# block 1

block_1/placement.png
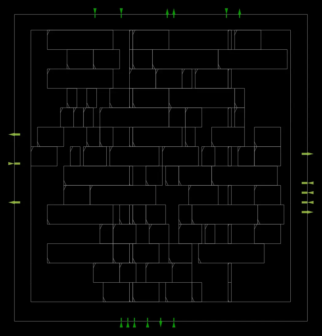

File: src/rtl/interrupt_unit_n.sv
// Interrupt unit: latches source event pulses, arbitrates them and
// commits one flag per cycle into the CPU interrupt register.
module interrupt_unit_n #(
    parameter int NSRC    = 3,
    parameter int RR_MODE = 0
) (
    input  logic            clock,
    input  logic            reset,
    input  logic [NSRC-1:0] ienable,
    input  logic [NSRC-1:0] irqstd,
    input  logic [NSRC-1:0] evt,
    input  logic            lostclr,
    output logic            activintreg,
    output logic [NSRC-1:0] irqset,
    output logic [NSRC-1:0] irqlost,
    output logic            irq
);

    localparam int IW = (NSRC > 1) ? $clog2(NSRC) : 1;
    localparam int CW = IW + 1;

    typedef enum logic [1:0] {
        IDLE   = 2'b01,
        COMMIT = 2'b10
    } state_t;

    state_t          state;
    state_t          state_n;
    logic [NSRC-1:0] pend;
    logic [NSRC-1:0] pend_n;
    logic [NSRC-1:0] elig;
    logic [NSRC-1:0] cand;
    logic [NSRC-1:0] gnt;
    logic [NSRC-1:0] gnt_fix;
    logic [NSRC-1:0] gnt_rr;
    logic [NSRC-1:0] evt_ok;
    logic [NSRC-1:0] lost_set;
    logic [NSRC-1:0] lost_n;
    logic [NSRC-1:0] set_n;
    logic [IW-1:0]   ptr;
    logic [IW-1:0]   gidx;
    logic [IW-1:0]   gidx_fix;
    logic [IW-1:0]   gidx_rr;
    logic            act_n;

    assign irq    = |irqstd;
    assign elig   = pend & ienable & ~irqstd;
    assign evt_ok = evt & ienable;

    // irqstd lags the strobe by one cycle, so mask the flag being committed
    always_comb begin
        cand = '0;
        case (state)
            IDLE:    cand = elig;
            COMMIT:  cand = elig & ~irqset;
            default: cand = '0;
        endcase
    end

    always_comb begin
        gnt_fix  = '0;
        gidx_fix = '0;
        for (int i = NSRC - 1; i >= 0; i--) begin
            if (cand[i]) begin
                gnt_fix    = '0;
                gnt_fix[i] = 1'b1;
                gidx_fix   = IW'(i);
            end
        end
    end

    always_comb begin
        logic [CW-1:0] s;
        logic          hit;
        gnt_rr  = '0;
        gidx_rr = '0;
        hit     = 1'b0;
        s       = '0;
        for (int k = 1; k <= NSRC; k++) begin
            s = {1'b0, ptr} + CW'(k);
            if (s >= CW'(NSRC))
                s = s - CW'(NSRC);
            if (!hit && cand[s[IW-1:0]]) begin
                hit                = 1'b1;
                gnt_rr[s[IW-1:0]]  = 1'b1;
                gidx_rr            = s[IW-1:0];
            end
        end
    end

    assign gnt  = (RR_MODE != 0) ? gnt_rr : gnt_fix;
    assign gidx = (RR_MODE != 0) ? gidx_rr : gidx_fix;

    // a fresh event beats the grant-clear of the same edge
    assign pend_n   = (evt_ok & ~irqstd)
                    | (pend & ~gnt & ienable & ~irqstd);
    assign lost_set = evt_ok & (irqstd | (pend & ~gnt));
    assign lost_n   = lostclr ? lost_set : (irqlost | lost_set);

    always_ff @(posedge clock or negedge reset) begin
        if (!reset)
            state <= IDLE;
        else
            state <= state_n;
    end

    always_comb begin
        state_n = IDLE;
        case (state)
            IDLE:    state_n = (|cand) ? COMMIT : IDLE;
            COMMIT:  state_n = (|cand) ? COMMIT : IDLE;
            default: state_n = IDLE;
        endcase
    end

    always_comb begin
        act_n = 1'b0;
        set_n = '0;
        case (state)
            IDLE, COMMIT: begin
                act_n = |gnt;
                set_n = gnt;
            end
            default: begin
                act_n = 1'b0;
                set_n = '0;
            end
        endcase
    end

    always_ff @(posedge clock or negedge reset) begin
        if (!reset) begin
            pend        <= '0;
            ptr         <= '0;
            activintreg <= 1'b0;
            irqset      <= '0;
            irqlost     <= '0;
        end else begin
            pend        <= pend_n;
            activintreg <= act_n;
            irqset      <= set_n;
            irqlost     <= lost_n;
            if (|gnt)
                ptr <= gidx;
        end
    end

endmodule

File: config.mk
export PLATFORM = sky130hd
export DESIGN_NAME = interrupt_unit_n
export DESIGN_NICKNAME = d
export VERILOG_FILES = /design/src/rtl/interrupt_unit_n.sv
export SDC_FILE = /design/constraint.sdc
export NUM_CORES = 1
export LEC_CHECK = 0
export CAP_MARGIN = 20
export CORE_AREA = 2 2 39 41
export CTS_BUF_LIST = sky130_fd_sc_hd__clkbuf_4 sky130_fd_sc_hd__clkbuf_8
export CTS_CLUSTER_DIAMETER = 60
export DETAILED_ROUTE_END_ITERATION = 7
export DIE_AREA = 0 0 41 43
export HOLD_SLACK_MARGIN = 0.08
export PLACE_DENSITY = 0.79
export SYNTH_ARGS = -nofsm -noshare
export SYNTH_HDL_FRONTEND = slang
export SYNTH_SLANG_ARGS = --single-unit
File: constraint.sdc
create_clock -name clock -period 3.2 [get_ports clock]
set_input_delay 0.64 -clock clock [delete_from_list [all_inputs] [get_ports clock]]
set_output_delay 0.64 -clock clock [all_outputs]
set_load 0.01 [all_outputs]
# block 2

===== src/rtl/turn_scheduler_if.sv =====
// Turn-controller bundle: player requests, datapath flags,
// write strobes, status and scores for the display decoders.
interface turn_scheduler_if;
  logic       restart;
  logic       p1_req;
  logic       p2_req;
  logic       inval;
  logic       win1;
  logic       win2;
  logic       draw;
  logic       enP1;
  logic       enP2;
  logic       turn;
  logic       LED_invalid;
  logic       timeout;
  logic       game_over;
  logic [3:0] move_cnt;
  logic [3:0] score1;
  logic [3:0] score2;

  modport master (
    output restart, p1_req, p2_req, inval, win1, win2, draw,
    input  enP1, enP2, turn, LED_invalid, timeout, game_over,
    input  move_cnt, score1, score2
  );

  modport slave (
    input  restart, p1_req, p2_req, inval, win1, win2, draw,
    output enP1, enP2, turn, LED_invalid, timeout, game_over,
    output move_cnt, score1, score2
  );
endinterface


===== src/rtl/turn_scheduler.sv =====
// Tic-tac-toe turn controller: edge-detects move requests, grants
// write strobes, enforces a turn limit, counts moves, keeps scores.
// Ports: clock, reset (async, active-high), bus (slave modport).
module turn_scheduler #(
  parameter int TURN_LIMIT = 1000,
  parameter int TW         = 10,
  parameter int INVAL_HOLD = 4
) (
  input  logic              clock,
  input  logic              reset,
  turn_scheduler_if.slave   bus
);
  localparam int LW = $clog2(INVAL_HOLD + 1);

  typedef enum logic [1:0] {
    WAIT, WRITE, CHECK, OVER
  } state_t;

  state_t          state, next;
  logic            turn_q, starter;
  logic [TW-1:0]   timer;
  logic [3:0]      moves, s1, s2;
  logic [LW-1:0]   led_cnt;
  logic            p1_q, p2_q;
  logic            e1, e2, own;
  logic            take, reject, expire;

  assign e1  = bus.p1_req & ~p1_q;
  assign e2  = bus.p2_req & ~p2_q;
  assign own = turn_q ? e2 : e1;

  assign take   = (state == WAIT) & own & ~bus.inval;
  assign reject = (state == WAIT) & own & bus.inval;
  // an accepted edge in the expiry cycle beats the forfeit
  assign expire = (state == WAIT) & ~take & ~bus.restart
                & (timer == TW'(TURN_LIMIT - 1));

  always_ff @(posedge clock or posedge reset) begin
    if (reset) state <= WAIT;
    else       state <= next;
  end

  always_comb begin
    next = state;
    case (state)
      WAIT:  if (take) next = WRITE;
      WRITE: next = CHECK;
      CHECK: begin
        if (bus.win1 | bus.win2 | bus.draw | (moves == 4'd9))
          next = OVER;
        else
          next = WAIT;
      end
      OVER:  next = OVER;
      default: next = WAIT;
    endcase
    if (bus.restart) next = WAIT;
  end

  always_ff @(posedge clock or posedge reset) begin
    if (reset) begin
      turn_q  <= 1'b0;
      starter <= 1'b0;
      timer   <= '0;
      moves   <= '0;
      s1      <= '0;
      s2      <= '0;
      led_cnt <= '0;
      p1_q    <= 1'b0;
      p2_q    <= 1'b0;
    end else begin
      p1_q <= bus.p1_req;
      p2_q <= bus.p2_req;
      if (bus.restart) begin
        starter <= ~starter;
        turn_q  <= ~starter;
        timer   <= '0;
        moves   <= '0;
        led_cnt <= '0;
      end else begin
        case (state)
          WAIT: begin
            if (take) begin
              timer <= '0;
            end else if (expire) begin
              timer  <= '0;
              turn_q <= ~turn_q;
            end else begin
              timer <= timer + 1'b1;
            end
          end
          WRITE: moves <= moves + 4'd1;
          CHECK: begin
            // win2 takes precedence if both flags are raised
            if (bus.win2) begin
              if (s2 != 4'd9) s2 <= s2 + 4'd1;
            end else if (bus.win1) begin
              if (s1 != 4'd9) s1 <= s1 + 4'd1;
            end else if (!bus.draw && moves != 4'd9) begin
              turn_q <= ~turn_q;
            end
          end
          default: ;
        endcase
        if (state == OVER)
          led_cnt <= '0;
        else if (reject)
          led_cnt <= LW'(INVAL_HOLD);
        else if (led_cnt != '0)
          led_cnt <= led_cnt - 1'b1;
      end
    end
  end

  assign bus.enP1        = (state == WRITE) & ~turn_q;
  assign bus.enP2        = (state == WRITE) & turn_q;
  assign bus.turn        = turn_q;
  assign bus.LED_invalid = (led_cnt != '0);
  assign bus.timeout     = expire;
  assign bus.game_over   = (state == OVER);
  assign bus.move_cnt    = moves;
  assign bus.score1      = s1;
  assign bus.score2      = s2;
endmodule


===== src/flat_wrapper.sv =====
// flat-port wrapper written by rule: the top's interface ports become plain ports
module turn_scheduler_flat 
#(
  parameter int TURN_LIMIT = 1000,
  parameter int TW         = 10,
  parameter int INVAL_HOLD = 4
)
  (clock, reset, bus_restart, bus_p1_req, bus_p2_req, bus_inval, bus_win1, bus_win2, bus_draw, bus_enP1, bus_enP2, bus_turn, bus_LED_invalid, bus_timeout, bus_game_over, bus_move_cnt, bus_score1, bus_score2);
  turn_scheduler_if bus_i ();
  input  logic clock;
  input  logic reset;
  input wire logic [$bits(bus_i.restart)-1:0] bus_restart;
  input wire logic [$bits(bus_i.p1_req)-1:0] bus_p1_req;
  input wire logic [$bits(bus_i.p2_req)-1:0] bus_p2_req;
  input wire logic [$bits(bus_i.inval)-1:0] bus_inval;
  input wire logic [$bits(bus_i.win1)-1:0] bus_win1;
  input wire logic [$bits(bus_i.win2)-1:0] bus_win2;
  input wire logic [$bits(bus_i.draw)-1:0] bus_draw;
  output wire logic [$bits(bus_i.enP1)-1:0] bus_enP1;
  output wire logic [$bits(bus_i.enP2)-1:0] bus_enP2;
  output wire logic [$bits(bus_i.turn)-1:0] bus_turn;
  output wire logic [$bits(bus_i.LED_invalid)-1:0] bus_LED_invalid;
  output wire logic [$bits(bus_i.timeout)-1:0] bus_timeout;
  output wire logic [$bits(bus_i.game_over)-1:0] bus_game_over;
  output wire logic [$bits(bus_i.move_cnt)-1:0] bus_move_cnt;
  output wire logic [$bits(bus_i.score1)-1:0] bus_score1;
  output wire logic [$bits(bus_i.score2)-1:0] bus_score2;
  assign bus_i.restart = bus_restart;
  assign bus_i.p1_req = bus_p1_req;
  assign bus_i.p2_req = bus_p2_req;
  assign bus_i.inval = bus_inval;
  assign bus_i.win1 = bus_win1;
  assign bus_i.win2 = bus_win2;
  assign bus_i.draw = bus_draw;
  assign bus_enP1 = bus_i.enP1;
  assign bus_enP2 = bus_i.enP2;
  assign bus_turn = bus_i.turn;
  assign bus_LED_invalid = bus_i.LED_invalid;
  assign bus_timeout = bus_i.timeout;
  assign bus_game_over = bus_i.game_over;
  assign bus_move_cnt = bus_i.move_cnt;
  assign bus_score1 = bus_i.score1;
  assign bus_score2 = bus_i.score2;
  turn_scheduler #(.TURN_LIMIT(TURN_LIMIT), .TW(TW), .INVAL_HOLD(INVAL_HOLD)) u_core (.clock(clock), .reset(reset), .bus(bus_i));
endmodule

===== config.mk =====
export PLATFORM = sky130hd
export DESIGN_NAME = turn_scheduler_flat
export DESIGN_NICKNAME = d
export VERILOG_FILES = /design/src/rtl/turn_scheduler_if.sv /design/src/rtl/turn_scheduler.sv /design/src/flat_wrapper.sv
export SDC_FILE = /design/constraint.sdc
export NUM_CORES = 1
export LEC_CHECK = 0
export ABC_AREA = 1
export CORE_ASPECT_RATIO = 1.25
export CORE_MARGIN = 5
export CORE_UTILIZATION = 52
export DETAILED_ROUTE_END_ITERATION = 8
export PLACE_DENSITY = 0.75
export SYNTH_ARGS = -nofsm -noshare
export SYNTH_HDL_FRONTEND = slang
export SYNTH_SLANG_ARGS = --single-unit
export TNS_END_PERCENT = 10

===== constraint.sdc =====
create_clock -name clock -period 1.8 [get_ports clock]
set_clock_uncertainty 0.05 [all_clocks]
set_input_delay 0.18 -clock clock [delete_from_list [all_inputs] [get_ports clock]]
set_output_delay 0.18 -clock clock [all_outputs]
set_load 0.02 [all_outputs]

block_1/io_fan.png
Drawn at 8 px/um.
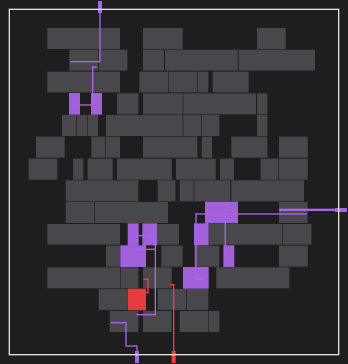
- `evt`: purple (bits 3; direction input; end cells 9; wire 76.0 um)
- `irq`: red (bits 1; direction output; end cells 1; wire 11.4 um)

About block_1/placement.png:
core region area: 1380 um^2
FILL cells: 125
Util after Layout: 62.2%
Seq/total area: 35.0%
Layout Cells excl Fill: 92

==> Changelog: implementation, block 1 <==
### Changed

* Status: finished clean
* Vias at roughly 510
* WL met2 at between 500 and 600 um
* Number of cells on the critical path at 3
* Most common cell in the netlist: dfrtp_1
* Top logic family: AND-OR/OR-AND gates
* Final WS setup at ~0.61 ns
* Simple-Gate Area Share at between 15 and 20%
* Unique cell types at 26
* Area growth, synth to finish at 40.1%
* Max Slew Vio Count at 0
* Initial antenna violation count at 0
* Worst EP required at ~2.6 ns
* CP endpoint kind: output pin
* DP Area at between 800 and 900 um^2
* Met1 wire length at about 530 um
* Slew HR at 64.3%
* Layout cells sized above 1 at roughly 17%
* Nets@finish at between 90 and 100
* Peak Freq at 386 MHz
* Resized Gates After CTS at 0
* CP bufs+invs at 2
* Hold Path Depth at 2
-- block 1: power by group --
group          internal, W  switching (W)   total, W  leakage [nW]
Combinational    0.0000337      0.0000294  0.0000631         0.201
Sequential        0.000161     0.00000556   0.000166         0.159
Clock            0.0000691      0.0000489   0.000118        0.0210
-- block 1: cell usage in the layout (no fill, tap or decap) --
master	Yosys	final
nor2b_4	1	1
nand2_1	4	4
ha_1	2	2
o221a_2	1	1
o21ai_0	3	3
a31oi_1	2	2
a2bb2oi_1	1	1
o2111ai_4	1	1
nor2b_1	2	2
or3_1	1	1
a32oi_1	2	2
nor2_1	1	1
o21ai_1	1	1
a21oi_1	1	1
clkdlybuf4s50_1	0	19
o22ai_1	1	1
nand3b_1	1	1
nor3b_4	1	1
o211ai_2	1	1
dfrtp_1	11	11
dfstp_2	1	1
nand3_1	3	3
and4b_4	1	1
clkbuf_4	0	3
inv_1	7	7
clkbuf_8	0	1
o21ai_2	1	1
and2b_1	1	1
o21bai_4	1	1
-- block 1: final cells by class --
class,instances,area share (%)
flip-flops and latches,12,35.0
multi-input cells,34,33.3
repair buffers,19,22.1
well taps,16,2.33
inverters,7,3.05
clock buffers,4,4.22
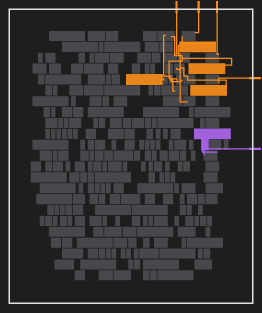
block_2/io_fan.png
Drawn at 4 px/um.
- `bus_score1`: orange (bits 4; direction output; end cells 4; wire 140 um)
- `bus_p2_req`: purple (bits 1; direction input; end cells 2; wire 21.8 um)

==> Changelog: implementation, block 2 <==
### Changed

* Fa+ha+maj area frac at slightly below 7%
* Status: finished, violations left
* Global route overflow at 0
* Final Setup Violations at 1
* Top area cell types: dfrtp_1 47%, nand2_1 8.4%, ha_1 6.8%, inv_1 6.8%, o21ai_0 5.4%
* RR Endpoint: u_core.timer[9]$_DFFE_PP0P_
* Reg2reg setup slack at roughly 0.26 ns
* Met3 WL post-DR at 202 um
* Router iterations before antenna repair at 4
* Routability cong. at 0.791
* Peak Freq at 535 MHz
* Final WS setup at -0.0678 ns
* LEAKAGE at approximately 1.1 nW
* Via/cell ratio at 5.07
* Leading area contributor after synthesis: dfrtp_1
* Max reg flops at 10
* Setup TNS at -0.0678 ns
* Met1 wire length at roughly 1400 um
* Critical setup path kind: reg -> out
* # diodes at 0
* Failing checks: negative setup slack
* Unique cell types at 24
* Seq/total area at 34.7%
* Clock share of power at 24.8%
* FILL cells at between 200 and 300
* Max Slew Vio Count at 0
* Mean post-synth cell area at around 8.5 um^2
* Tool warnings at 32
* Die X at 60.5 um
* Comb area share at between 30 and 40%
* Nets@finish at ~270
[block 2: repair_timing]
action,4_1_cts,5_1_grt
resized,11,4
endpoints found under the setup margin,4,2
hold buffers,0,0
buffers inserted,0,4
pin swaps,0,6
[block 2: layout by cell type, fill, tap and decap left out, types with 9 or more instances in the layout]
cell type / Yosys / routed
buf_4: 0 / 24
nor2_1: 13 / 12
o21ai_0: 18 / 18
nand2_1: 37 / 35
inv_1: 30 / 30
nand3_1: 12 / 12
dfrtp_1: 31 / 31
xor2_1: 9 / 9
clkdlybuf4s50_1: 0 / 21
[block 2: critical path: cells and delay by family, from the launching register on]
| family | cells | cell delay (ns) |
|---|---|---|
| simple gates | 6 | 0.62 |
| flops | 1 | 0.37 |
| fa+ha+maj | 1 | 0.20 |
| buf+inv | 1 | 0.17 |
[block 2: cell usage after synthesis]
library cell  number
nand3b_2           1
nor2_1            13
a31oi_1            1
xor2_1             9
o21ai_1            1
nand3b_1           2
o21ai_0           18
xnor2_1            5
nand4_1            4
nor2_2             7
inv_1             30
mux2i_1            1
buf_2              2
nand2_1           37
a21oi_1            2
ha_1               9
nand3_2            2
nand3_1           12
nor4_1             1
a211oi_1           1
nor3_1             3
dfrtp_1           31
a21boi_0           1
inv_2              1

==> notes/layouts.md <==
Pictures saved along the way, in no particular order.

Met1 routing.
Plate I
Drawn at 8 px/um. Supply wires on this layer in grey.
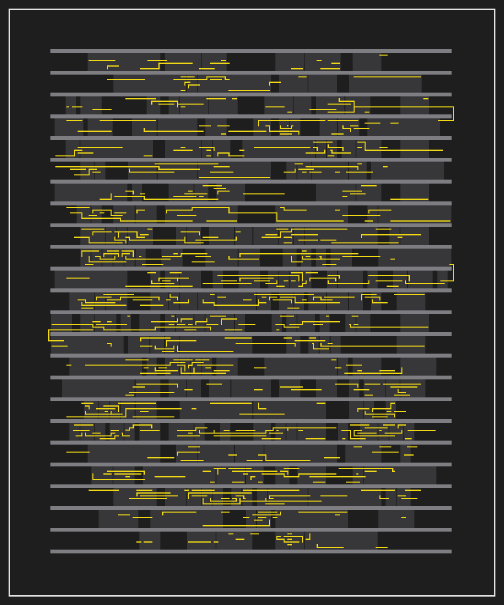
Plate II
Drawn at 12 px/um. Supply wires on this layer in grey.
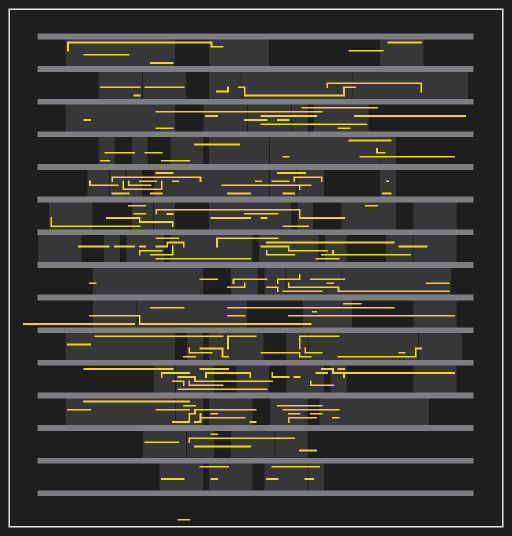
| from | picture |
|---|---|
| block 2 | Plate I |
| block 1 | Plate II |
- largest die: Plate I

Key to Plate I:
- main direction: horizontal
- share of all routed wire: 38%



==> notes/layouts.md <==
Pictures saved along the way, in no particular order.

Cell density map.
panel A
Drawn at 8 px/um. The die is cut into 8 by 9 equal tiles; dark blue is low, red is high, 0 to 100% covered.
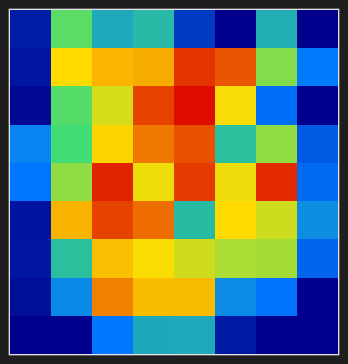
panel B
Drawn at 4 px/um. The die is cut into 6 by 7 equal tiles; dark blue is low, red is high, 0 to 100% covered.
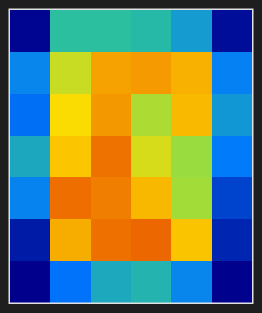
block 1: panel A
block 2: panel B
Of these, largest die: panel B

Key to panel A:
- tiles over 75% full: 29%
- emptiest ninth of the die: bottom right
- fullest tile: 99%

Power and IR drop assume default switching activity.
